######## block 1 ########
[src/rtl/hazard_pkg.sv]
// Shared definitions for the hazard controller: FSM state encoding and
// stall-length constants used by the need logic and the controller.
package hazard_pkg;

    localparam int unsigned REG_W  = 5;
    localparam int unsigned NEED_W = 2;

    // RUN: normal issue; STALL: extra bubble cycles pending for a load feeding a branch
    typedef enum logic [0:0] {
        RUN   = 1'b0,
        STALL = 1'b1
    } hz_state_e;

    localparam logic [NEED_W-1:0] STALL_NONE        = 2'd0;
    localparam logic [NEED_W-1:0] STALL_SINGLE      = 2'd1;
    localparam logic [NEED_W-1:0] STALL_LOAD_BRANCH = 2'd2;

endpackage

[src/rtl/hazard_need.sv]
// Combinational hazard detector: number of stall cycles the ID instruction needs.
// Ports:
//   id_rs_i/id_rt_i, id_use_rs_i/id_use_rt_i  : ID sources and their use flags
//   id_is_branch_i                             : ID holds a branch resolved in ID
//   ex_reg_write_i, ex_mem_read_i, ex_rd_i     : EX destination control
//   mem_mem_read_i, mem_rd_i                   : MEM load destination
//   need_o                                     : 0, 1 or 2 stall cycles required
module hazard_need
    import hazard_pkg::*;
(
    input  logic [REG_W-1:0]  id_rs_i,
    input  logic [REG_W-1:0]  id_rt_i,
    input  logic              id_use_rs_i,
    input  logic              id_use_rt_i,
    input  logic              id_is_branch_i,
    input  logic              ex_reg_write_i,
    input  logic              ex_mem_read_i,
    input  logic [REG_W-1:0]  ex_rd_i,
    input  logic              mem_mem_read_i,
    input  logic [REG_W-1:0]  mem_rd_i,
    output logic [NEED_W-1:0] need_o
);

    logic ex_match;
    logic mem_match;
    logic load_use;
    logic branch_alu;
    logic branch_mem_load;

    // $zero is never a real dependency, so a zero source never matches
    function automatic logic src_match(input logic use_f, input logic [REG_W-1:0] src,
                                       input logic [REG_W-1:0] dst);
        return use_f && (src != '0) && (src == dst);
    endfunction

    assign ex_match  = src_match(id_use_rs_i, id_rs_i, ex_rd_i)
                     | src_match(id_use_rt_i, id_rt_i, ex_rd_i);
    assign mem_match = src_match(id_use_rs_i, id_rs_i, mem_rd_i)
                     | src_match(id_use_rt_i, id_rt_i, mem_rd_i);

    assign load_use        = ex_mem_read_i & ex_match;
    assign branch_alu      = id_is_branch_i & ex_reg_write_i & ~ex_mem_read_i & ex_match;
    assign branch_mem_load = id_is_branch_i & mem_mem_read_i & mem_match;

    // Stall length selection
    always_comb begin
        need_o = STALL_NONE;
        if (load_use && id_is_branch_i) begin
            need_o = STALL_LOAD_BRANCH;
        end else if (load_use || branch_alu || branch_mem_load) begin
            need_o = STALL_SINGLE;
        end
    end

endmodule

[src/rtl/hazard_ctrl.sv]
// Pipeline hazard controller: stalls ID on load-use and branch dependencies,
// flushes IF/ID on taken branches, freezes everything while data memory is busy,
// and counts bubble cycles in a saturating performance counter.
// Ports:
//   clk, Reset                      : clock, asynchronous active-high reset
//   id_*, ex_*, mem_*               : pipeline register fields used for detection
//   dmemBusy                        : data memory not ready
//   holdPC, holdIFID, bubbleIDEX    : stall controls (combinational, same cycle)
//   flushIFID                       : squash the wrong-path fetch of a taken branch
//   freezePipe                      : global freeze while memory is busy
//   stallCycles                     : saturating count of bubble cycles
module hazard_ctrl
    import hazard_pkg::*;
#(
    parameter int unsigned CNT_W = 32
) (
    input  logic             clk,
    input  logic             Reset,
    input  logic [4:0]       id_rs,
    input  logic [4:0]       id_rt,
    input  logic             id_useRs,
    input  logic             id_useRt,
    input  logic             id_isBranch,
    input  logic             id_branchTaken,
    input  logic             ex_regWrite,
    input  logic             ex_memRead,
    input  logic [4:0]       ex_rd,
    input  logic             mem_memRead,
    input  logic [4:0]       mem_rd,
    input  logic             dmemBusy,
    output logic             holdPC,
    output logic             holdIFID,
    output logic             bubbleIDEX,
    output logic             flushIFID,
    output logic             freezePipe,
    output logic [CNT_W-1:0] stallCycles
);

    hz_state_e         state_q, state_d;
    logic [1:0]        rem_q, rem_d;
    logic [CNT_W-1:0]  cnt_q, cnt_d;
    logic [NEED_W-1:0] need;

    hazard_need u_need (
        .id_rs_i        (id_rs),
        .id_rt_i        (id_rt),
        .id_use_rs_i    (id_useRs),
        .id_use_rt_i    (id_useRt),
        .id_is_branch_i (id_isBranch),
        .ex_reg_write_i (ex_regWrite),
        .ex_mem_read_i  (ex_memRead),
        .ex_rd_i        (ex_rd),
        .mem_mem_read_i (mem_memRead),
        .mem_rd_i       (mem_rd),
        .need_o         (need)
    );

    // State and counter registers
    always_ff @(posedge clk or posedge Reset) begin
        if (Reset) begin
            state_q <= RUN;
            rem_q   <= 2'd0;
            cnt_q   <= '0;
        end else begin
            state_q <= state_d;
            rem_q   <= rem_d;
            cnt_q   <= cnt_d;
        end
    end

    // Next state and Mealy outputs; the controls must act in the cycle the hazard is seen
    always_comb begin
        state_d    = state_q;
        rem_d      = rem_q;
        holdPC     = 1'b0;
        holdIFID   = 1'b0;
        bubbleIDEX = 1'b0;
        flushIFID  = 1'b0;
        freezePipe = 1'b0;

        if (Reset) begin
            // outputs stay at their defaults while reset is applied
        end else if (dmemBusy) begin
            // freeze leaves state and rem untouched; the stall resumes afterwards
            freezePipe = 1'b1;
            holdPC     = 1'b1;
            holdIFID   = 1'b1;
        end else begin
            unique case (state_q)
                RUN: begin
                    if (need != STALL_NONE) begin
                        holdPC     = 1'b1;
                        holdIFID   = 1'b1;
                        bubbleIDEX = 1'b1;
                        if (need == STALL_LOAD_BRANCH) begin
                            state_d = STALL;
                            rem_d   = STALL_LOAD_BRANCH - STALL_SINGLE;
                        end
                    end else if (id_isBranch && id_branchTaken) begin
                        flushIFID = 1'b1;
                    end
                end
                STALL: begin
                    holdPC     = 1'b1;
                    holdIFID   = 1'b1;
                    bubbleIDEX = 1'b1;
                    // rem of 0 in STALL cannot occur normally; leave rather than wrap
                    rem_d = (rem_q != 2'd0) ? (rem_q - 2'd1) : 2'd0;
                    if (rem_q <= 2'd1) begin
                        state_d = RUN;
                    end
                end
                default: begin
                    state_d = RUN;
                    rem_d   = 2'd0;
                end
            endcase
        end
    end

    // Saturating bubble counter; freeze cycles never raise bubbleIDEX
    always_comb begin
        cnt_d = cnt_q;
        if (bubbleIDEX && (cnt_q != {CNT_W{1'b1}})) begin
            cnt_d = cnt_q + CNT_W'(1);
        end
    end

    assign stallCycles = cnt_q;

endmodule
[config.mk]
export PLATFORM = sky130hd
export DESIGN_NAME = hazard_ctrl
export DESIGN_NICKNAME = d
export VERILOG_FILES = /design/src/rtl/hazard_pkg.sv /design/src/rtl/hazard_need.sv /design/src/rtl/hazard_ctrl.sv
export SDC_FILE = /design/constraint.sdc
export NUM_CORES = 1
export LEC_CHECK = 0
export ABC_CLOCK_PERIOD_IN_PS = 3200
export CORE_MARGIN = 5
export CORE_UTILIZATION = 25
export CTS_CLUSTER_SIZE = 16
export DETAILED_ROUTE_END_ITERATION = 12
export GPL_TIMING_DRIVEN = 0
export SLEW_MARGIN = 20
export SYNTH_ARGS = -nofsm -noshare
export SYNTH_HDL_FRONTEND = slang
export SYNTH_HIERARCHICAL = 1
export SYNTH_SLANG_ARGS = --single-unit
[constraint.sdc]
create_clock -name clk -period 3.2 [get_ports clk]
set_input_delay 0.32 -clock clk [delete_from_list [all_inputs] [get_ports clk]]
set_output_delay 0.32 -clock clk [all_outputs]
set_load 0.02 [all_outputs]
block_1/zoom.png
Region (31, 31) to (71, 71) um. Cells in gray, sequential cells in the stronger gray; small squares are vias.
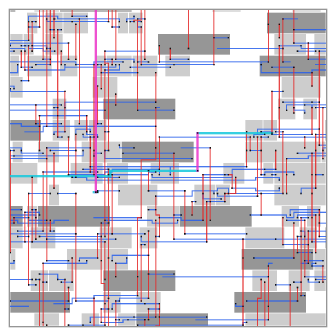
Magenta marks met4. Cyan marks met3. Blue marks met1. Red marks met2.
Sequential cells in the window: 12. Netlist names of flops here include stallCycles (10), rem_q (2). 79 logic cells have their middle in the window. Most frequent: dfrtp_1 (12), xnor2_1 (10), nand4_1 (7).

block_1/met3.png
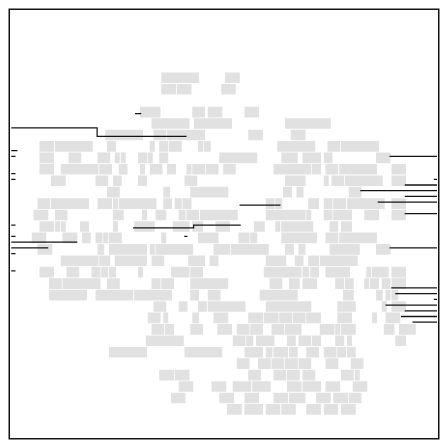
The longest straight run is 21.2 um. The layer holds 4.3% of the routed length. 27 nets have wire on it. The wires run mostly horizontal.

==> impl_metrics.env <==
# flow metrics
export IMPL_status="finished clean"
export IMPL_p_int_w=0.000855
export IMPL_largest_cell_class="combinational gates"
export IMPL_fin_ws_ps=136
export IMPL_ys_sh_adder_pct=0.594
export IMPL_met2_usage_pct=19.0
export IMPL_hold_viol_final=0
export IMPL_antenna_found_initial=0
export IMPL_setup_worst_path_start="id_rs[3]"
export IMPL_setup_viol=0
export IMPL_mux_share_pct=1.01
export IMPL_drt_pass1_iterations=3
export IMPL_via_count=1795
export IMPL_comb_area_mm2=0.00121
export IMPL_synth_area_per_cell_um2=10.5
export IMPL_num_tap_cells=105
export IMPL_n_all_buffers=76
export IMPL_top_logic_kind="simple AND/OR/NAND/NOR gates"
export IMPL_routed_wl_met3_um=239
export IMPL_comb_cells=160
export IMPL_cts_tree="done"
export IMPL_edf_count=0
export IMPL_wl_met2_um=2730
export IMPL_power_top_group="the clock network"
export IMPL_yosysCellCount=201
export IMPL_cp_slowest_cell="clkdlybuf4s50_1"
export IMPL_yosys_stat_area_mm2=0.00211
export IMPL_min_period_over_period_pct=95.8
export IMPL_ant_nets=0
export IMPL_cp_depth=14
export IMPL_cts_resized=16
export IMPL_synth_simple_area_share_pct=28.1
export IMPL_numSynthFlops=35
export IMPL_final_common_cell="clkdlybuf4s50_1"
export IMPL_async_flop_share_pct=100
export IMPL_pg_comb_w=0.000163
export IMPL_core_region_area_mm2=0.00822
export IMPL_hold_buffers=0
export IMPL_overflow=0
export IMPL_grt_setup_unrepaired="no"
export IMPL_yosysTopAreaCell="dfrtp_1"
export IMPL_max_freq_mhz=326

######## block 2 ########
block_2/met3.png
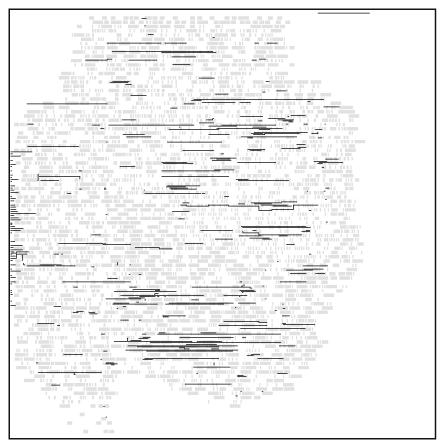
block_2/clock_map.png
Bar = 100 um.
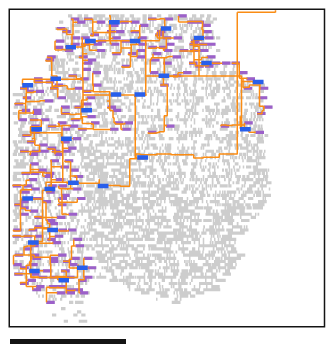
**config.mk**
```make
export PLATFORM = sky130hd
export DESIGN_NAME = quat_mult_seq
export DESIGN_NICKNAME = d
export VERILOG_FILES = /design/src/rtl/quat_mult_seq.sv
export SDC_FILE = /design/constraint.sdc
export NUM_CORES = 1
export LEC_CHECK = 0
export ABC_AREA = 1
export ABC_CLOCK_PERIOD_IN_PS = 25700
export CORE_AREA = 2 2 269 271
export DETAILED_ROUTE_END_ITERATION = 12
export DIE_AREA = 0 0 271 273
export SLEW_MARGIN = 20
export SYNTH_ARGS = -nofsm -noshare
export SYNTH_HDL_FRONTEND = slang
export SYNTH_SLANG_ARGS = --single-unit
```
**constraint.sdc**
```tcl
create_clock -name sclk -period 25.7 [get_ports sclk]
set_input_delay 3.855 -clock sclk [delete_from_list [all_inputs] [get_ports sclk]]
set_output_delay 3.855 -clock sclk [all_outputs]
set_load 0.01 [all_outputs]
```
**src/rtl/quat_mult_seq.sv**
```systemverilog
// quat_mult_seq -- sequential Hamilton product of two Q2.14 quaternions.
//
// The first frame (rising edge of data_ready) is captured as A and the second
// as B. The product A*B is then formed with one shared 16x16 multiplier, one
// term per cycle over 16 cycles. The result is presented in DONE with a
// res_valid/res_ready handshake.
//
// Ports:
//   sclk, rst        clock, synchronous active-high reset
//   q0..q3           incoming quaternion components, signed Q2.14
//   data_ready       frame strobe; only its rising edge matters
//   res_ready        consumer accepts the result (looked at only in DONE)
//   p0..p3           result components, signed Q2.14, saturated
//   res_valid        p0..p3 hold a finished result
//   busy             high in CALC and DONE
//   ovf              a component of the current result saturated
//   overrun          sticky: a frame arrived while it could not be accepted

module quat_mult_seq (
    input  logic        sclk,
    input  logic        rst,
    input  logic [15:0] q0,
    input  logic [15:0] q1,
    input  logic [15:0] q2,
    input  logic [15:0] q3,
    input  logic        data_ready,
    input  logic        res_ready,
    output logic [15:0] p0,
    output logic [15:0] p1,
    output logic [15:0] p2,
    output logic [15:0] p3,
    output logic        res_valid,
    output logic        busy,
    output logic        ovf,
    output logic        overrun
);

    typedef enum logic [1:0] {WAIT_A, WAIT_B, CALC, DONE} state_t;

    state_t             state, state_nxt;
    logic               dr_prev;
    logic               rise;
    logic [3:0][15:0]   a, b;
    logic [3:0]         k;
    logic signed [33:0] acc;

    logic [1:0]         comp, trm;
    logic signed [15:0] mul_a, mul_b;
    logic signed [31:0] prod;
    logic signed [33:0] prod_x, term, s, rnd, shr;
    logic               neg;
    logic               sat;
    logic [15:0]        res16;

    assign rise = data_ready & ~dr_prev;
    assign busy = (state == CALC) || (state == DONE);

    // k[3:2] picks the output component, k[1:0] the term. Term t of every
    // component uses a[t]; the matching b index works out to comp ^ t.
    assign comp  = k[3:2];
    assign trm   = k[1:0];
    assign mul_a = a[trm];
    assign mul_b = b[comp ^ trm];
    assign prod  = mul_a * mul_b;

    // Negative terms: p0 t1..t3, p1 t3, p2 t1, p3 t2.
    always_comb begin
        neg = 1'b0;
        case (k)
            4'd1, 4'd2, 4'd3, 4'd7, 4'd9, 4'd14: neg = 1'b1;
            default:                             neg = 1'b0;
        endcase
    end

    // 34 bits hold four full-scale products (|sum| <= 2^32) without wrap.
    assign prod_x = {{2{prod[31]}}, prod};
    assign term   = neg ? -prod_x : prod_x;
    assign s      = acc + term;
    assign rnd    = s + 34'sd8192;
    assign shr    = rnd >>> 14;

    always_comb begin
        sat   = 1'b0;
        res16 = shr[15:0];
        if (shr > 34'sd32767) begin
            sat   = 1'b1;
            res16 = 16'h7FFF;
        end else if (shr < -34'sd32768) begin
            sat   = 1'b1;
            res16 = 16'h8000;
        end
    end

    // State register
    always_ff @(posedge sclk) begin
        if (rst) state <= WAIT_A;
        else     state <= state_nxt;
    end

    // Next-state logic
    always_comb begin
        state_nxt = state;
        case (state)
            WAIT_A: if (rise) state_nxt = WAIT_B;
            WAIT_B: if (rise) state_nxt = CALC;
            CALC:   if (k == 4'd15) state_nxt = DONE;
            DONE:   if (res_ready) state_nxt = rise ? WAIT_B : WAIT_A;
            default: state_nxt = WAIT_A;
        endcase
    end

    // Datapath and flags
    always_ff @(posedge sclk) begin
        if (rst) begin
            dr_prev   <= 1'b0;
            a         <= '0;
            b         <= '0;
            k         <= '0;
            acc       <= '0;
            p0        <= '0;
            p1        <= '0;
            p2        <= '0;
            p3        <= '0;
            res_valid <= 1'b0;
            ovf       <= 1'b0;
            overrun   <= 1'b0;
        end else begin
            dr_prev <= data_ready;
            case (state)
                WAIT_A: begin
                    if (rise) a <= {q3, q2, q1, q0};
                end
                WAIT_B: begin
                    if (rise) begin
                        b   <= {q3, q2, q1, q0};
                        k   <= '0;
                        acc <= '0;
                        ovf <= 1'b0;
                    end
                end
                CALC: begin
                    if (rise) overrun <= 1'b1;
                    k <= k + 4'd1;
                    if (trm == 2'd3) begin
                        acc <= '0;
                        if (sat) ovf <= 1'b1;
                        case (comp)
                            2'd0:    p0 <= res16;
                            2'd1:    p1 <= res16;
                            2'd2:    p2 <= res16;
                            default: p3 <= res16;
                        endcase
                    end else begin
                        acc <= s;
                    end
                    if (k == 4'd15) res_valid <= 1'b1;
                end
                DONE: begin
                    if (res_ready) begin
                        res_valid <= 1'b0;
                        // Handshake and a new frame on the same edge: the
                        // frame is taken as the next A.
                        if (rise) a <= {q3, q2, q1, q0};
                    end else if (rise) begin
                        overrun <= 1'b1;
                    end
                end
                default: ;
            endcase
        end
    end

endmodule

```
==> impl_metrics.env <==
# flow metrics
export IMPL_clockBufferDepth=3
export IMPL_p_int_w=0.00139
export IMPL_clkPwrFrac_pct=12.4
export IMPL_cp_arrival_ps=12050
export IMPL_inverters=745
export IMPL_xor_share_pct=2.29
export IMPL_max_slew_margin_pct=33.8
export IMPL_cts_sinks=236
export IMPL_status="finished clean"
export IMPL_drt_pass1_iterations=6
export IMPL_grt_pass1_vias=21300
export IMPL_p_leak_nw=13.2
export IMPL_ys_seq_share_pct=19.7
export IMPL_grt_pass1_wl_um=117000
export IMPL_mostFrequentLayoutCells="inv_1, nand2_1, nor2_1"
export IMPL_fin_ws_ps=14110
export IMPL_max_freq_mhz=86.3
export IMPL_avgViaCountPerCell=4.79
export IMPL_wl_met2_um=33700
export IMPL_switching_share_pct=56.8
export IMPL_instances_no_fill=4523
export IMPL_core_region_area_mm2=0.0710
export IMPL_max_stage_delay_ps=770
export IMPL_syn_area_mm2=0.0240
export IMPL_tns_ps=0
export IMPL_wl_um=72900
export IMPL_path_delay_family="simple AND/OR/NAND/NOR gates"
export IMPL_drt_iter0_drc=1648
export IMPL_num_tap_cells=950
About block_2/met3.png:
The wires run mostly horizontal. The layer carries 3,770 um of wire. The layer holds 5.2% of the routed length. The longest straight run is 83.3 um.

About block_2/clock_map.png:
Purple marks flip-flops, count 236. Blue marks cells driving clock nets, count 27. Orange marks clock wires, length 3,470 um.
There are 28 routed clock nets.
clk ins delay skew pair: 580 ps
P_clk: 0.000400 W
Setup Skew: 29.5 ps


######## block 3 ########
`config.mk`:
```
export PLATFORM = sky130hd
export DESIGN_NAME = ft_fpu_bus_queue
export DESIGN_NICKNAME = d
export VERILOG_FILES = /design/src/rtl/ft_fpu_bus_pkg.sv /design/src/rtl/ft_fpu_cmd_fifo.sv /design/src/rtl/ft_fpu_bus_queue.sv
export SDC_FILE = /design/constraint.sdc
export NUM_CORES = 1
export LEC_CHECK = 0
export CORE_ASPECT_RATIO = 1.1
export CORE_MARGIN = 5
export CORE_UTILIZATION = 65
export CTS_BUF_LIST = sky130_fd_sc_hd__clkbuf_4
export DETAILED_ROUTE_END_ITERATION = 16
export HOLD_SLACK_MARGIN = 0.06
export MAX_ROUTING_LAYER = met4
export PLACE_DENSITY = 0.87
export SYNTH_ARGS = -nofsm -noshare
export SYNTH_HDL_FRONTEND = slang
export SYNTH_HIERARCHICAL = 1
export SYNTH_SLANG_ARGS = --single-unit
export TNS_END_PERCENT = 50
```
`constraint.sdc`:
```
create_clock -name clk -period 6.7 [get_ports clk]
set_input_delay 1.675 -clock clk [delete_from_list [all_inputs] [get_ports clk]]
set_output_delay 1.675 -clock clk [all_outputs]
set_load 0.02 [all_outputs]
```
`src/rtl/ft_fpu_bus_pkg.sv`:
```
`default_nettype none
// ============================================================================
//  Module   : ft_fpu_bus_pkg
//  Purpose  : Shared constants and types for the queued FPU bus front-end:
//             register map, status/control bit positions, sequencer states
//             and the default command layout.
//  Revision : 1.0  initial release
// ============================================================================
package ft_fpu_bus_pkg;

    // Default command field widths (match the top-level parameter defaults)
    localparam int CMD_IR_W = 24;
    localparam int CMD_OP_W = 48;

    // Register map (lane addresses 0..7 are operand/result lanes)
    localparam logic [3:0] ADDR_IR0    = 4'h8;
    localparam logic [3:0] ADDR_STATUS = 4'hC;
    localparam logic [3:0] ADDR_CTRL   = 4'hD;
    localparam logic [3:0] ADDR_SR     = 4'hE;
    localparam logic [3:0] ADDR_CNT    = 4'hF;

    // Status register bit positions
    localparam int ST_BUSY   = 0;
    localparam int ST_FULL   = 1;
    localparam int ST_EMPTY  = 2;
    localparam int ST_DONE   = 3;
    localparam int ST_OVF    = 4;
    localparam int ST_TMO    = 5;
    localparam int ST_IRQ_EN = 6;
    localparam int ST_IRQ    = 7;

    // Control register bit positions
    localparam int CTL_IRQ_EN = 0;
    localparam int CTL_CLEAR  = 1;
    localparam int CTL_FLUSH  = 7;

    // Command sequencer states
    typedef enum logic [1:0] {
        IDLE  = 2'd0,
        ISSUE = 2'd1,
        WAIT  = 2'd2,
        DONE  = 2'd3
    } seq_state_e;

    // Queued command in the default configuration
    typedef struct packed {
        logic [CMD_IR_W-1:0] ir;
        logic [CMD_OP_W-1:0] opnd;
    } cmd_t;

endpackage
`default_nettype wire

```
`src/rtl/ft_fpu_cmd_fifo.sv`:
```
`default_nettype none
// ============================================================================
//  Module   : ft_fpu_cmd_fifo
//  Purpose  : Small synchronous command FIFO with flush. A push while full
//             is accepted when a pop happens in the same cycle. Flush
//             empties the queue and discards a concurrent push.
//  Revision : 1.0  initial release
// ============================================================================
module ft_fpu_cmd_fifo
    import ft_fpu_bus_pkg::*;
#(
    parameter int WIDTH = CMD_IR_W + CMD_OP_W,
    parameter int DEPTH = 4
) (
    input  logic                     clk,
    input  logic                     rst,
    input  logic                     push,
    input  logic                     pop,
    input  logic                     flush,
    input  logic [WIDTH-1:0]         din,
    output logic [WIDTH-1:0]         dout,
    output logic                     full,
    output logic                     empty,
    output logic [$clog2(DEPTH):0]   count
);

    localparam int AW = $clog2(DEPTH);

    logic [WIDTH-1:0] r_mem [DEPTH];
    logic [AW-1:0]    r_wr_ptr;
    logic [AW-1:0]    r_rd_ptr;
    logic [AW:0]      r_count;
    logic             w_do_push;
    logic             w_do_pop;

    assign full  = (r_count == (AW+1)'(DEPTH));
    assign empty = (r_count == '0);
    assign count = r_count;
    assign dout  = r_mem[r_rd_ptr];

    // A full queue still takes a push when the head leaves in the same cycle
    assign w_do_push = push & (~full | pop);
    assign w_do_pop  = pop & ~empty;

    // Pointer, occupancy and storage update
    always_ff @(posedge clk) begin
        if (rst) begin
            r_wr_ptr <= '0;
            r_rd_ptr <= '0;
            r_count  <= '0;
            for (int i = 0; i < DEPTH; i++) begin
                r_mem[i] <= '0;
            end
        end else if (flush) begin
            r_wr_ptr <= '0;
            r_rd_ptr <= '0;
            r_count  <= '0;
        end else begin
            if (w_do_push) begin
                r_mem[r_wr_ptr] <= din;
                r_wr_ptr        <= r_wr_ptr + 1'b1;
            end
            if (w_do_pop) begin
                r_rd_ptr <= r_rd_ptr + 1'b1;
            end
            if (w_do_push && !w_do_pop) begin
                r_count <= r_count + 1'b1;
            end else if (w_do_pop && !w_do_push) begin
                r_count <= r_count - 1'b1;
            end
        end
    end

endmodule
`default_nettype wire

```
`src/rtl/ft_fpu_bus_queue.sv`:
```
`default_nettype none
// ============================================================================
//  Module   : ft_fpu_bus_queue
//  Purpose  : Queued bus front-end for the sequential FPU core. Bus writes
//             build {instruction, operand}; the write of the last IR lane
//             enqueues it. A sequencer issues commands with a start/done
//             handshake, latches results and drives a maskable interrupt.
//  Revision : 1.0  initial release
// ============================================================================
module ft_fpu_bus_queue
    import ft_fpu_bus_pkg::*;
#(
    parameter int DATA_W    = 8,
    parameter int OP_W      = CMD_OP_W,
    parameter int IR_W      = CMD_IR_W,
    parameter int CMD_DEPTH = 4,
    parameter int TIMEOUT   = 1023
) (
    input  logic              clk,
    input  logic              rst,
    input  logic              ph2,
    input  logic              cs,
    input  logic              rw,
    input  logic              vda,
    input  logic [3:0]        ad,
    input  logic [DATA_W-1:0] db_i,
    output logic [DATA_W-1:0] db_o,
    output logic              db_oe,
    output logic              irq,
    output logic              fpu_start,
    output logic [IR_W-1:0]   fpu_ir,
    output logic [OP_W-1:0]   fpu_a,
    input  logic              fpu_done,
    input  logic [OP_W-1:0]   fpu_o,
    input  logic [7:0]        fpu_sr
);

    localparam int         N_OP         = OP_W / DATA_W;
    localparam int         N_IR         = (IR_W + DATA_W - 1) / DATA_W;
    localparam int         IRP_W        = N_IR * DATA_W;
    localparam int         CMD_W        = IR_W + OP_W;
    localparam int         TW           = $clog2(TIMEOUT + 1);
    localparam int         CW           = $clog2(CMD_DEPTH) + 1;
    localparam logic [3:0] ADDR_IR_LAST = ADDR_IR0 + 4'(N_IR - 1);

    typedef struct packed {
        logic [IR_W-1:0] ir;
        logic [OP_W-1:0] opnd;
    } q_cmd_t;

    seq_state_e        r_state;
    seq_state_e        w_state_next;
    logic              r_ph2_q;
    logic [OP_W-1:0]   r_opnd;
    logic [IRP_W-1:0]  r_ir;
    logic [IRP_W-1:0]  w_ir_next;
    q_cmd_t            r_hold;
    logic [OP_W-1:0]   r_result;
    logic [7:0]        r_sr;
    logic [DATA_W-1:0] r_opcnt;
    logic [TW-1:0]     r_wcnt;
    logic              r_done;
    logic              r_ovf;
    logic              r_tmo;
    logic              r_irq_en;
    logic              r_irq;

    logic              w_wr;
    logic              w_push;
    logic              w_ctrl_wr;
    logic              w_flush;
    logic              w_clear;
    logic              w_pop;
    logic              w_latch;
    logic              w_set_done;
    logic              w_set_tmo;
    logic              w_set_ovf;
    q_cmd_t            w_push_cmd;
    logic [CMD_W-1:0]  w_fifo_dout;
    logic              w_fifo_full;
    logic              w_fifo_empty;
    logic [CW-1:0]     w_fifo_count;
    logic [7:0]        w_status;

    // Bus decode: a write lands on the falling edge of ph2
    assign w_wr      = r_ph2_q & ~ph2 & cs & vda & ~rw;
    assign w_ctrl_wr = w_wr & (ad == ADDR_CTRL);
    assign w_flush   = w_ctrl_wr & db_i[CTL_FLUSH];
    assign w_clear   = w_ctrl_wr & db_i[CTL_CLEAR];
    assign w_push    = w_wr & (ad == ADDR_IR_LAST);
    assign db_oe     = cs & vda & rw;

    // The enqueued IR must include the lane being written this cycle
    always_comb begin
        w_ir_next = r_ir;
        for (int k = 0; k < N_IR; k++) begin
            if (w_wr && (ad == ADDR_IR0 + 4'(k))) begin
                w_ir_next[k*DATA_W +: DATA_W] = db_i;
            end
        end
    end

    assign w_push_cmd.ir   = w_ir_next[IR_W-1:0];
    assign w_push_cmd.opnd = r_opnd;

    // A push lost to a full queue (and not rescued by a pop) is an overflow
    assign w_set_ovf = w_push & w_fifo_full & ~w_pop & ~w_flush;

    ft_fpu_cmd_fifo #(
        .WIDTH (CMD_W),
        .DEPTH (CMD_DEPTH)
    ) u_fifo (
        .clk   (clk),
        .rst   (rst),
        .push  (w_push),
        .pop   (w_pop),
        .flush (w_flush),
        .din   (w_push_cmd),
        .dout  (w_fifo_dout),
        .full  (w_fifo_full),
        .empty (w_fifo_empty),
        .count (w_fifo_count)
    );

    // Bus-side registers: ph2 history, staging lanes, control and sticky flags
    always_ff @(posedge clk) begin
        if (rst) begin
            r_ph2_q  <= 1'b0;
            r_opnd   <= '0;
            r_ir     <= '0;
            r_irq_en <= 1'b0;
            r_done   <= 1'b0;
            r_ovf    <= 1'b0;
            r_tmo    <= 1'b0;
            r_irq    <= 1'b0;
        end else begin
            r_ph2_q <= ph2;
            r_ir    <= w_ir_next;
            for (int k = 0; k < N_OP; k++) begin
                if (w_wr && (ad == 4'(k))) begin
                    r_opnd[k*DATA_W +: DATA_W] <= db_i;
                end
            end
            if (w_ctrl_wr) begin
                r_irq_en <= db_i[CTL_IRQ_EN];
            end
            if (w_clear) begin
                r_done <= 1'b0;
                r_ovf  <= 1'b0;
                r_tmo  <= 1'b0;
            end
            if (w_set_done) r_done <= 1'b1;
            if (w_set_ovf)  r_ovf  <= 1'b1;
            if (w_set_tmo)  r_tmo  <= 1'b1;
            r_irq <= r_irq_en & (r_done | r_tmo);
        end
    end

    // Sequencer state register
    always_ff @(posedge clk) begin
        if (rst) begin
            r_state <= IDLE;
        end else begin
            r_state <= w_state_next;
        end
    end

    // Sequencer next-state and strobes
    always_comb begin
        w_state_next = r_state;
        fpu_start    = 1'b0;
        w_pop        = 1'b0;
        w_latch      = 1'b0;
        w_set_done   = 1'b0;
        w_set_tmo    = 1'b0;
        case (r_state)
            IDLE: begin
                if (!w_fifo_empty) begin
                    w_pop        = 1'b1;
                    w_state_next = ISSUE;
                end
            end
            ISSUE: begin
                fpu_start    = 1'b1;
                w_state_next = WAIT;
            end
            WAIT: begin
                if (fpu_done) begin
                    w_latch      = 1'b1;
                    w_state_next = DONE;
                end else if (r_wcnt == TW'(TIMEOUT - 1)) begin
                    w_set_tmo    = 1'b1;
                    w_state_next = IDLE;
                end
            end
            DONE: begin
                w_set_done   = 1'b1;
                w_state_next = IDLE;
            end
            default: w_state_next = IDLE;
        endcase
    end

    // Sequencer datapath: command hold, wait counter, result capture
    always_ff @(posedge clk) begin
        if (rst) begin
            r_hold   <= '0;
            r_wcnt   <= '0;
            r_result <= '0;
            r_sr     <= '0;
            r_opcnt  <= '0;
        end else begin
            if (w_pop) begin
                r_hold <= q_cmd_t'(w_fifo_dout);
            end
            if (r_state == WAIT) begin
                r_wcnt <= r_wcnt + 1'b1;
            end else begin
                r_wcnt <= '0;
            end
            if (w_latch) begin
                r_result <= fpu_o;
                r_sr     <= fpu_sr;
            end
            if (w_set_done) begin
                r_opcnt <= r_opcnt + 1'b1;
            end
        end
    end

    assign fpu_ir = r_hold.ir;
    assign fpu_a  = r_hold.opnd;
    assign irq    = r_irq;

    assign w_status[ST_BUSY]   = (r_state != IDLE) | (w_fifo_count != '0);
    assign w_status[ST_FULL]   = w_fifo_full;
    assign w_status[ST_EMPTY]  = w_fifo_empty;
    assign w_status[ST_DONE]   = r_done;
    assign w_status[ST_OVF]    = r_ovf;
    assign w_status[ST_TMO]    = r_tmo;
    assign w_status[ST_IRQ_EN] = r_irq_en;
    assign w_status[ST_IRQ]    = r_irq;

    // Read mux; unmapped addresses return zero
    always_comb begin
        db_o = '0;
        for (int k = 0; k < N_OP; k++) begin
            if (ad == 4'(k)) db_o = r_result[k*DATA_W +: DATA_W];
        end
        for (int k = 0; k < N_IR; k++) begin
            if (ad == ADDR_IR0 + 4'(k)) db_o = r_ir[k*DATA_W +: DATA_W];
        end
        case (ad)
            ADDR_STATUS: db_o = DATA_W'(w_status);
            ADDR_CTRL:   db_o = DATA_W'(r_irq_en);
            ADDR_SR:     db_o = DATA_W'(r_sr);
            ADDR_CNT:    db_o = r_opcnt;
            default:     ;
        endcase
    end

endmodule
`default_nettype wire

```
block_3/met3.png
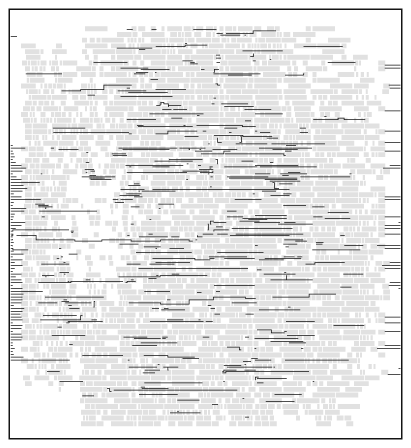
The longest straight run is 64.9 um. The wires run mostly horizontal. 289 nets have wire on it. The layer carries 3,990 um of wire.

==> impl_metrics.env <==
# flow metrics
export IMPL_max_stage_delay_ps=810
export IMPL_core_region_area_mm2=0.0335
export IMPL_dieArea_mm2=0.0378
export IMPL_ys_seq_share_pct=60.4
export IMPL_initial_core_util_pct=66.0
export IMPL_seq_power_share_pct=51.8
export IMPL_status="finished clean"
export IMPL_dp_hpwl_um=31900
export IMPL_yosysCellCount=1836
export IMPL_wl_um=54000
export IMPL_dp_slack_ps=646
export IMPL_layout_drive_gt1_share_pct=17.4
export IMPL_critPathKind="input port to output port"
export IMPL_use_met1_pct=35.9
export IMPL_antenna_found_initial=1
export IMPL_clock_latency_ps=800
export IMPL_root_buffer="clkbuf_4"
export IMPL_final_core_util_pct=77.0
export IMPL_grt_pass1_wl_um=84800
export IMPL_cts_buffers=131
export IMPL_slew_viol_final=0
export IMPL_synth_simple_area_share_pct=18.4
export IMPL_aoi_share_pct=5.88
export IMPL_inverters=9
export IMPL_hold_viol_final=0
export IMPL_synthCells=1836
export IMPL_n_all_buffers=190
export IMPL_ys_warn_count=6
export IMPL_busiest_layer="met2"

######## block 4 ########
block_4/wire_density.png
Bar = 50 um. 21 x 21 tiles, from white (low) to dark blue (high), scaled to the fullest tile. Values are wire area over tile area, all layers added.
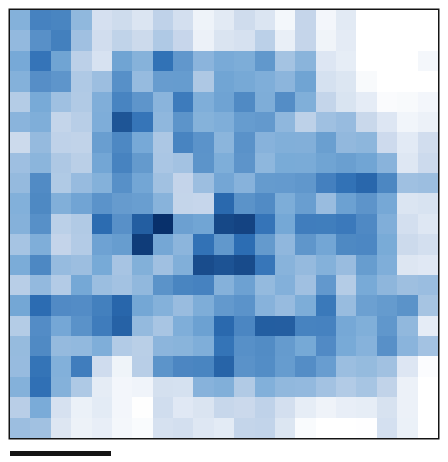
block_4/clock_map.png
Bar = 50 um.
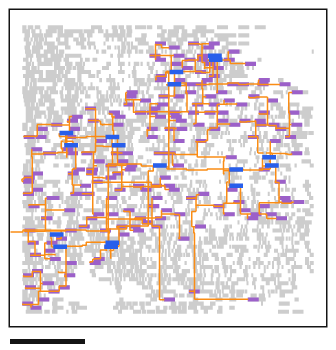
$ cat src/rtl/core_seq_pkg.sv
// Shared types and opcode constants for the RV32I multi-cycle sequencer.
// Also holds the data-access alignment rule used by both EXEC and the LSU.
package core_seq_pkg;

  typedef enum logic [2:0] {
    S_FETCH,
    S_EXEC,
    S_MEM,
    S_WB,
    S_TRAP
  } seqstate_t;

  // Instruction format reported by the decoder; IT_ILL marks anything it rejects.
  typedef enum logic [2:0] {
    IT_R,
    IT_I,
    IT_S,
    IT_B,
    IT_U,
    IT_J,
    IT_ILL
  } instype_t;

  typedef enum logic [1:0] {
    WB_ALU,
    WB_MEM,
    WB_LINK
  } wbsel_t;

  localparam logic [6:0] OP_LOAD   = 7'b000_0011;
  localparam logic [6:0] OP_STORE  = 7'b010_0011;
  localparam logic [6:0] OP_BRANCH = 7'b110_0011;
  localparam logic [6:0] OP_JAL    = 7'b110_1111;
  localparam logic [6:0] OP_JALR   = 7'b110_0111;
  localparam logic [6:0] OP_OPIMM  = 7'b001_0011;
  localparam logic [6:0] OP_OP     = 7'b011_0011;
  localparam logic [6:0] OP_LUI    = 7'b011_0111;
  localparam logic [6:0] OP_AUIPC  = 7'b001_0111;
  localparam logic [6:0] OP_SYSTEM = 7'b111_0011;

  localparam logic [31:0] INS_NOP = 32'h0000_0013;

  // funct3[1:0] encodes access size: 00 byte, 01 half, 1x word.
  function automatic logic misaligned(input logic [2:0] funct3, input logic [1:0] off);
    logic bad;
    case (funct3[1:0])
      2'b00:   bad = 1'b0;
      2'b01:   bad = off[0];
      default: bad = (off != 2'b00);
    endcase
    return bad;
  endfunction

endpackage

$ cat src/rtl/core_seq_lsu_align.sv
// Byte-lane steering for stores and extraction/extension for loads.
// Low address bits below the access size are ignored here.
module core_seq_lsu_align
  import core_seq_pkg::*;
(
  input  logic [2:0]  funct3,
  input  logic [1:0]  addr_lo,
  input  logic [31:0] st_data,
  input  logic [31:0] ld_word,
  output logic [3:0]  be,
  output logic [31:0] wdata,
  output logic [31:0] ld_data
);
  logic [1:0]  off;
  logic [31:0] shifted;

  always_comb begin
    case (funct3[1:0])
      2'b00:   off = addr_lo;
      2'b01:   off = {addr_lo[1], 1'b0};
      default: off = 2'b00;
    endcase
  end

  assign shifted = ld_word >> {off, 3'b000};

  always_comb begin
    be      = 4'b1111;
    wdata   = st_data;
    ld_data = ld_word;
    case (funct3[1:0])
      2'b00: begin
        be      = 4'b0001 << off;
        wdata   = {4{st_data[7:0]}};
        ld_data = funct3[2] ? {24'h0, shifted[7:0]} : {{24{shifted[7]}}, shifted[7:0]};
      end
      2'b01: begin
        be      = 4'b0011 << off;
        wdata   = {2{st_data[15:0]}};
        ld_data = funct3[2] ? {16'h0, shifted[15:0]} : {{16{shifted[15]}}, shifted[15:0]};
      end
      default: begin
        be      = 4'b1111;
        wdata   = st_data;
        ld_data = ld_word;
      end
    endcase
  end

endmodule

$ cat src/rtl/core_seq.sv
// Multi-cycle RV32I sequencer: FETCH -> EXEC -> (MEM) -> WB, with a sticky TRAP.
// Owns PC, instruction register, writeback select and both memory handshakes.
module core_seq
  import core_seq_pkg::*;
#(
  parameter logic [31:0] RESET_PC         = 32'h0000_0000,
  parameter bit          TRAP_ON_MISALIGN = 1'b1
) (
  input  logic        clk,
  input  logic        rst,
  output logic        imem_req,
  output logic [31:0] imem_addr,
  input  logic        imem_ack,
  input  logic [31:0] imem_rdata,
  output logic [31:0] ins,
  input  instype_t    itype,
  input  logic [31:0] imm,
  input  logic [31:0] rf1,
  input  logic [31:0] rf2,
  input  logic [31:0] alu_result,
  output logic [31:0] pc,
  output logic        dmem_req,
  output logic        dmem_we,
  output logic [31:0] dmem_addr,
  output logic [3:0]  dmem_be,
  output logic [31:0] dmem_wdata,
  input  logic        dmem_ack,
  input  logic [31:0] dmem_rdata,
  output logic        rf_we,
  output logic [31:0] rf_wdata,
  output logic        trap
);
  seqstate_t   state;
  seqstate_t   exec_next;
  logic [6:0]  opcode;
  logic [2:0]  funct3;
  logic [4:0]  rd;
  logic [31:0] pc_plus4;
  logic [31:0] pc_imm;
  logic [31:0] npc_raw;
  logic [31:0] next_pc;
  logic [31:0] res_q;
  logic [31:0] link_q;
  logic [31:0] ld_q;
  logic [31:0] npc_q;
  logic        wen_d;
  logic        wen_q;
  wbsel_t      wbsel_d;
  wbsel_t      wbsel_q;
  logic [3:0]  lsu_be;
  logic [31:0] lsu_wdata;
  logic [31:0] lsu_ld;
  logic        unused_rf1;

  assign opcode     = ins[6:0];
  assign funct3     = ins[14:12];
  assign rd         = ins[11:7];
  assign pc_plus4   = pc + 32'd4;
  assign pc_imm     = pc + imm;
  assign unused_rf1 = ^rf1;

  // EXEC decisions, valid while ins/decoder/ALU have settled in S_EXEC.
  always_comb begin
    npc_raw   = pc_plus4;
    wbsel_d   = WB_ALU;
    wen_d     = (rd != 5'd0);
    exec_next = S_WB;
    case (opcode)
      OP_BRANCH: begin
        wen_d = 1'b0;
        if (alu_result[0] ^ ins[12]) npc_raw = pc_imm;
      end
      OP_JAL: begin
        npc_raw = pc_imm;
        wbsel_d = WB_LINK;
      end
      OP_JALR: begin
        npc_raw = {alu_result[31:1], 1'b0};
        wbsel_d = WB_LINK;
      end
      OP_LOAD: begin
        wbsel_d   = WB_MEM;
        exec_next = S_MEM;
      end
      OP_STORE: begin
        wen_d     = 1'b0;
        exec_next = S_MEM;
      end
      OP_OPIMM, OP_OP, OP_LUI, OP_AUIPC: ;
      default: exec_next = S_TRAP;
    endcase
    if (itype == IT_ILL) exec_next = S_TRAP;
    if (TRAP_ON_MISALIGN) begin
      if (npc_raw[1:0] != 2'b00) exec_next = S_TRAP;
      // Catch misaligned data here so S_MEM is never entered and no request is issued.
      if (exec_next == S_MEM && misaligned(funct3, alu_result[1:0])) exec_next = S_TRAP;
      next_pc = npc_raw;
    end else begin
      next_pc = {npc_raw[31:2], 2'b00};
    end
  end

  always_ff @(posedge clk) begin
    if (rst) begin
      state   <= S_FETCH;
      pc      <= RESET_PC;
      ins     <= INS_NOP;
      res_q   <= 32'h0;
      link_q  <= 32'h0;
      ld_q    <= 32'h0;
      npc_q   <= RESET_PC;
      wbsel_q <= WB_ALU;
      wen_q   <= 1'b0;
    end else begin
      case (state)
        S_FETCH: begin
          if (imem_ack) begin
            ins   <= imem_rdata;
            state <= S_EXEC;
          end
        end
        S_EXEC: begin
          res_q   <= alu_result;
          link_q  <= pc_plus4;
          npc_q   <= next_pc;
          wbsel_q <= wbsel_d;
          wen_q   <= wen_d;
          state   <= exec_next;
        end
        S_MEM: begin
          if (dmem_ack) begin
            ld_q  <= lsu_ld;
            state <= S_WB;
          end
        end
        S_WB: begin
          pc    <= npc_q;
          state <= S_FETCH;
        end
        default: state <= S_TRAP;
      endcase
    end
  end

  core_seq_lsu_align u_lsu (
    .funct3  (funct3),
    .addr_lo (res_q[1:0]),
    .st_data (rf2),
    .ld_word (dmem_rdata),
    .be      (lsu_be),
    .wdata   (lsu_wdata),
    .ld_data (lsu_ld)
  );

  // Handshake: req stays high with stable address/data until ack is seen at a
  // rising edge; ack in the same cycle as req completes the access.
  assign imem_req   = (state == S_FETCH) && !rst;
  assign imem_addr  = pc;
  assign dmem_req   = (state == S_MEM) && !rst;
  assign dmem_we    = (state == S_MEM) && (opcode == OP_STORE);
  assign dmem_addr  = {res_q[31:2], 2'b00};
  assign dmem_be    = (state == S_MEM) ? lsu_be : 4'b0000;
  assign dmem_wdata = lsu_wdata;
  assign rf_we      = (state == S_WB) && wen_q;
  assign trap       = (state == S_TRAP);

  always_comb begin
    case (wbsel_q)
      WB_MEM:  rf_wdata = ld_q;
      WB_LINK: rf_wdata = link_q;
      default: rf_wdata = res_q;
    endcase
  end

endmodule

$ cat config.mk
export PLATFORM = sky130hd
export DESIGN_NAME = core_seq
export DESIGN_NICKNAME = d
export VERILOG_FILES = /design/src/rtl/core_seq_pkg.sv /design/src/rtl/core_seq_lsu_align.sv /design/src/rtl/core_seq.sv
export SDC_FILE = /design/constraint.sdc
export NUM_CORES = 1
export LEC_CHECK = 0
export ABC_AREA = 1
export CORE_MARGIN = 8
export CORE_UTILIZATION = 35
export CTS_CLUSTER_DIAMETER = 100
export DETAILED_ROUTE_END_ITERATION = 10
export PLACE_DENSITY_LB_ADDON = 0.25
export SYNTH_ARGS = -nofsm -noshare
export SYNTH_HDL_FRONTEND = slang
export SYNTH_HIERARCHICAL = 1
export SYNTH_SLANG_ARGS = --single-unit
$ cat constraint.sdc
create_clock -name clk -period 2.4 [get_ports clk]
set_clock_uncertainty 0.05 [all_clocks]
set_input_delay 0.6 -clock clk [delete_from_list [all_inputs] [get_ports clk]]
set_output_delay 0.6 -clock clk [all_outputs]
set_load 0.05 [all_outputs]
==> impl_metrics.env <==
# flow metrics
export IMPL_top_logic_kind="simple AND/OR/NAND/NOR gates"
export IMPL_regArea_mm2=0.00398
export IMPL_grt_usage_pct=24.9
export IMPL_dr_max_layer_used="met5"
export IMPL_synth_simple_area_share_pct=30.4
export IMPL_mostFrequentLayoutCells="nand2_1, inv_1, buf_4"
export IMPL_async_flop_share_pct=0
export IMPL_holdCritPathClass="flop to flop"
export IMPL_layout_drive_gt1_share_pct=19.7
export IMPL_setup_viol=32
export IMPL_yosys_stat_area_mm2=0.0134
export IMPL_maxCapViolCount=0
export IMPL_status="finished with violations"
export IMPL_gp_congestion=0.934
export IMPL_crit_path_start_kind="flop"
export IMPL_xor_share_pct=1.05
export IMPL_pg_seq_w=0.00495
export IMPL_grt_setup_unrepaired="yes"
export IMPL_violations="negative setup slack"
export IMPL_comb_area_mm2=0.00769
export IMPL_reg2reg_from="imem_addr[8]"
export IMPL_route_layer_met1_wl_um=23300
export IMPL_syn_area_mm2=0.0134
export IMPL_hold_viol_final=0
export IMPL_use_met1_pct=29.0
export IMPL_whs_path_depth=2
export IMPL_fin_ws_ps=-150
export IMPL_seq_share_pct=20.0
export IMPL_post_cts_buffers=14
export IMPL_antenna_found_initial=4
Notes on block_4/wire_density.png above:
35% of the tiles are over half the peak. The fullest tile reaches 0.52. The mean over all tiles is 0.21. 5.0% of the tiles are nearly empty. The densest ninth of the die: middle. The emptiest ninth of the die: top right.

Notes on block_4/clock_map.png above:
Blue marks cells driving clock nets, count 17. Orange marks clock wires, length 2,840 um. Purple marks flip-flops, count 198.
There are 18 routed clock nets.


######## block 5 ########
block_5/metal_stack.png
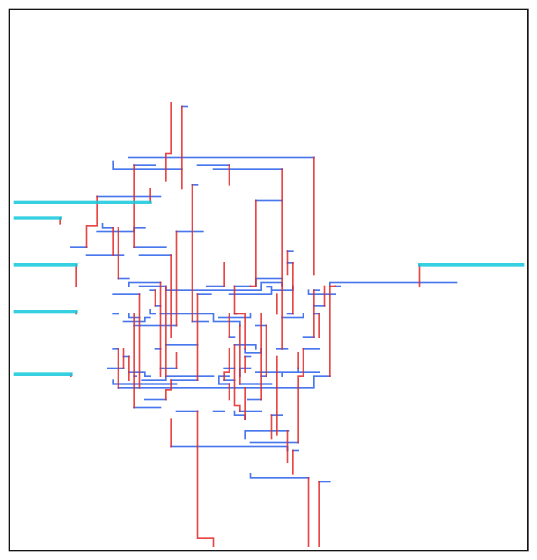
block_5/clock_map.png
Bar = 10 um.
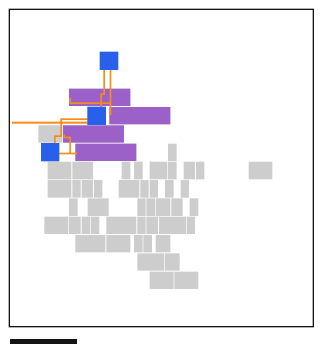
## config.mk

```make
export PLATFORM = sky130hd
export DESIGN_NAME = settle_timer
export DESIGN_NICKNAME = d
export VERILOG_FILES = /design/src/rtl/gate_sweep_checker_settle_timer.sv
export SDC_FILE = /design/constraint.sdc
export NUM_CORES = 1
export LEC_CHECK = 0
export ABC_AREA = 1
export CORE_AREA = 4 4 41 43
export CTS_CLUSTER_SIZE = 20
export DETAILED_ROUTE_END_ITERATION = 8
export DIE_AREA = 0 0 45 47
export GPL_TIMING_DRIVEN = 0
export SYNTH_ARGS = -nofsm -noshare
export SYNTH_HDL_FRONTEND = slang
export SYNTH_SLANG_ARGS = --single-unit
```

## constraint.sdc

```tcl
create_clock -name clk -period 2.9 [get_ports clk]
set_input_delay 0.29 -clock clk [delete_from_list [all_inputs] [get_ports clk]]
set_output_delay 0.29 -clock clk [all_outputs]
set_load 0.05 [all_outputs]
```

## src/rtl/gate_sweep_checker_settle_timer.sv

```systemverilog
// Loadable 4-bit down-counter that times how long each minterm is held.
// The expire output goes high on the last counting cycle, so a load of N gives N cycles.
module settle_timer (
  input  logic       clk,
  input  logic       rst_n,
  input  logic       load,
  input  logic       en,
  input  logic [3:0] load_val,
  output logic       expire
);
  logic [3:0] cnt;

  always_ff @(posedge clk or negedge rst_n) begin
    if (!rst_n)
      cnt <= '0;
    else if (load)
      cnt <= load_val;
    else if (en && (cnt != 4'd0))
      cnt <= cnt - 4'd1;
  end

  assign expire = en && (cnt == 4'd1);
endmodule

```

==> impl_metrics.env <==
# flow metrics
export IMPL_regArea_um2=100
export IMPL_fill_cells=141
export IMPL_initial_core_util_pct=23.4
export IMPL_combPwrFrac_pct=37.7
export IMPL_max_slew_margin_pct=67.3
export IMPL_flops=4
export IMPL_synthCells=41
export IMPL_core_region_area_mm2=0.00130
export IMPL_top_logic_kind="simple AND/OR/NAND/NOR gates"
export IMPL_wl_um=553
export IMPL_synth_area_per_cell_um2=7.42
export IMPL_instances_no_fill=67
export IMPL_max_stage_delay_ps=790
export IMPL_yosys_stat_area_um2=304
export IMPL_met2_usage_pct=10.2
export IMPL_flop_cell="dfrtp_1"
export IMPL_ir_worst_vdd_v=0.000234
export IMPL_comb_cell_share_pct=43.5
export IMPL_post_cts_buffers=0
export IMPL_nonClkBufAreaFrac_pct=18.8
export IMPL_switching_share_pct=34.2
export IMPL_cp_depth=4
export IMPL_cts_buffers=3
export IMPL_status="finished clean"
export IMPL_gp_congestion=0.732
export IMPL_drt_pass1_iterations=4
export IMPL_synth_cell_types=14
export IMPL_aoi_share_pct=11.9
export IMPL_setup_worst_path_start="cnt[1]"
About block_5/metal_stack.png:
Red marks met2, wire length 271 um. Blue marks met1, wire length 243 um. Cyan marks met3, wire length 40.0 um.

About block_5/clock_map.png:
Purple marks flip-flops, count 4. Blue marks cells driving clock nets, count 3. Orange marks clock wires, length 53.5 um.
There are 4 routed clock nets.
P_clk: 0.0000655 W
clk ins delay skew pair: 230 ps
Clock power frac: 28.5%


######## block 6 ########
<file path="config.mk">
export PLATFORM = sky130hd
export DESIGN_NAME = sat_counter
export DESIGN_NICKNAME = d
export VERILOG_FILES = /design/src/rtl/stride_seq_checker_sat_counter.sv
export SDC_FILE = /design/constraint.sdc
export NUM_CORES = 1
export LEC_CHECK = 0
export CAP_MARGIN = 0
export CELL_PAD_IN_SITES_DETAIL_PLACEMENT = 1
export CELL_PAD_IN_SITES_GLOBAL_PLACEMENT = 1
export CORE_ASPECT_RATIO = 1.25
export CORE_MARGIN = 2
export CORE_UTILIZATION = 37
export CTS_CLUSTER_SIZE = 12
export DETAILED_ROUTE_END_ITERATION = 8
export GPL_TIMING_DRIVEN = 1
export HOLD_SLACK_MARGIN = 0.1
export PLACE_DENSITY_LB_ADDON = 0.1
export SYNTH_ARGS = -nofsm -noshare
export SYNTH_HDL_FRONTEND = slang
export SYNTH_SLANG_ARGS = --single-unit
</file>
<file path="constraint.sdc">
create_clock -name clk -period 2.15 [get_ports clk]
set_clock_uncertainty 0.05 [all_clocks]
set_input_delay 0.3225 -clock clk [delete_from_list [all_inputs] [get_ports clk]]
set_output_delay 0.3225 -clock clk [all_outputs]
set_load 0.005 [all_outputs]
</file>
<file path="src/rtl/stride_seq_checker_sat_counter.sv">
// Saturating up-counter with synchronous clear; clear wins over increment.
// Latency: count updates on the edge after inc/clr is sampled.
// Backpressure: none; holds at all-ones instead of wrapping.
module sat_counter #(
    parameter int W = 16
) (
    input  logic         clk,
    input  logic         rstn,
    input  logic         clr,
    input  logic         inc,
    output logic [W-1:0] cnt
);

    // Count register: clear first, otherwise increment until saturated.
    always_ff @(posedge clk or negedge rstn) begin
        if (!rstn) begin
            cnt <= '0;
        end else if (clr) begin
            cnt <= '0;
        end else if (inc && (cnt != '1)) begin
            cnt <= cnt + W'(1);
        end
    end

endmodule

</file>
==> impl_metrics.env <==
# flow metrics
export IMPL_status="finished clean"
export IMPL_num_tap_cells=33
export IMPL_antenna_found_initial=0
export IMPL_io_pins=20
export IMPL_routed_wl_met3_um=75
export IMPL_synth_top_area_share_pct=42.5
export IMPL_cts_resized=0
export IMPL_min_period_over_period_pct=92.3
export IMPL_die_y_um=60.4
export IMPL_placementRows=20
export IMPL_gp_congestion=0.826
export IMPL_initial_core_util_pct=38.8
export IMPL_path_delay_family="simple AND/OR/NAND/NOR gates"
export IMPL_busiest_layer="met2"
export IMPL_comb_cell_share_pct=40.8
export IMPL_ys_warn_count=0
export IMPL_hold_viol_final=0
export IMPL_yosysTopAreaCell="dfrtp_1"
export IMPL_core_region_area_mm2=0.00243
export IMPL_grt_max_degree=20
export IMPL_use_met1_pct=24.5
export IMPL_max_stage_delay_ps=610
block_6/final_clocks.png
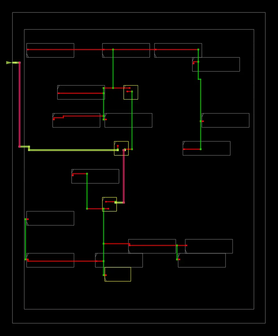
Clock buffer cells: 4
Flop Count: 16
P_clk: 0.000203 W
clk ins delay skew pair: 290 ps
clk sinks: 16



==> layout pictures side by side <==
Clock nets.
Plate I
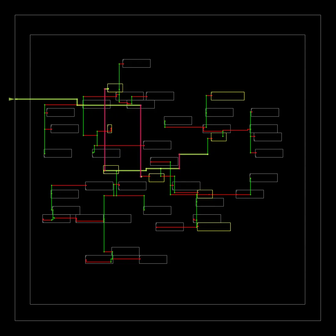
Plate II
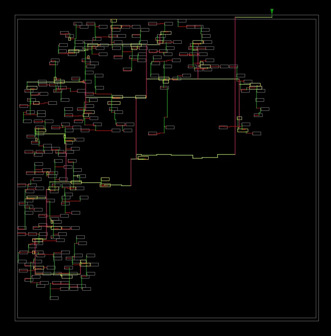
Plate III
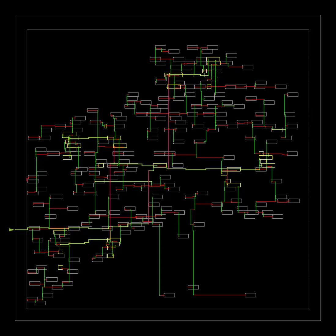
Plate IV
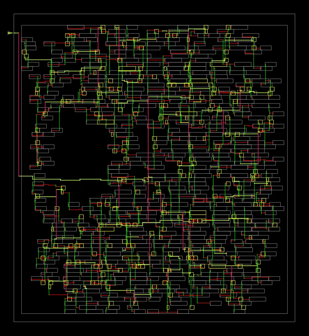
- fewest clock buffers: Plate I
- most sequential cells: Plate IV
block 4: Plate III
block 2: Plate II
block 1: Plate I
block 3: Plate IV

No activity file was given, so power comes from the tool's default toggle rates.
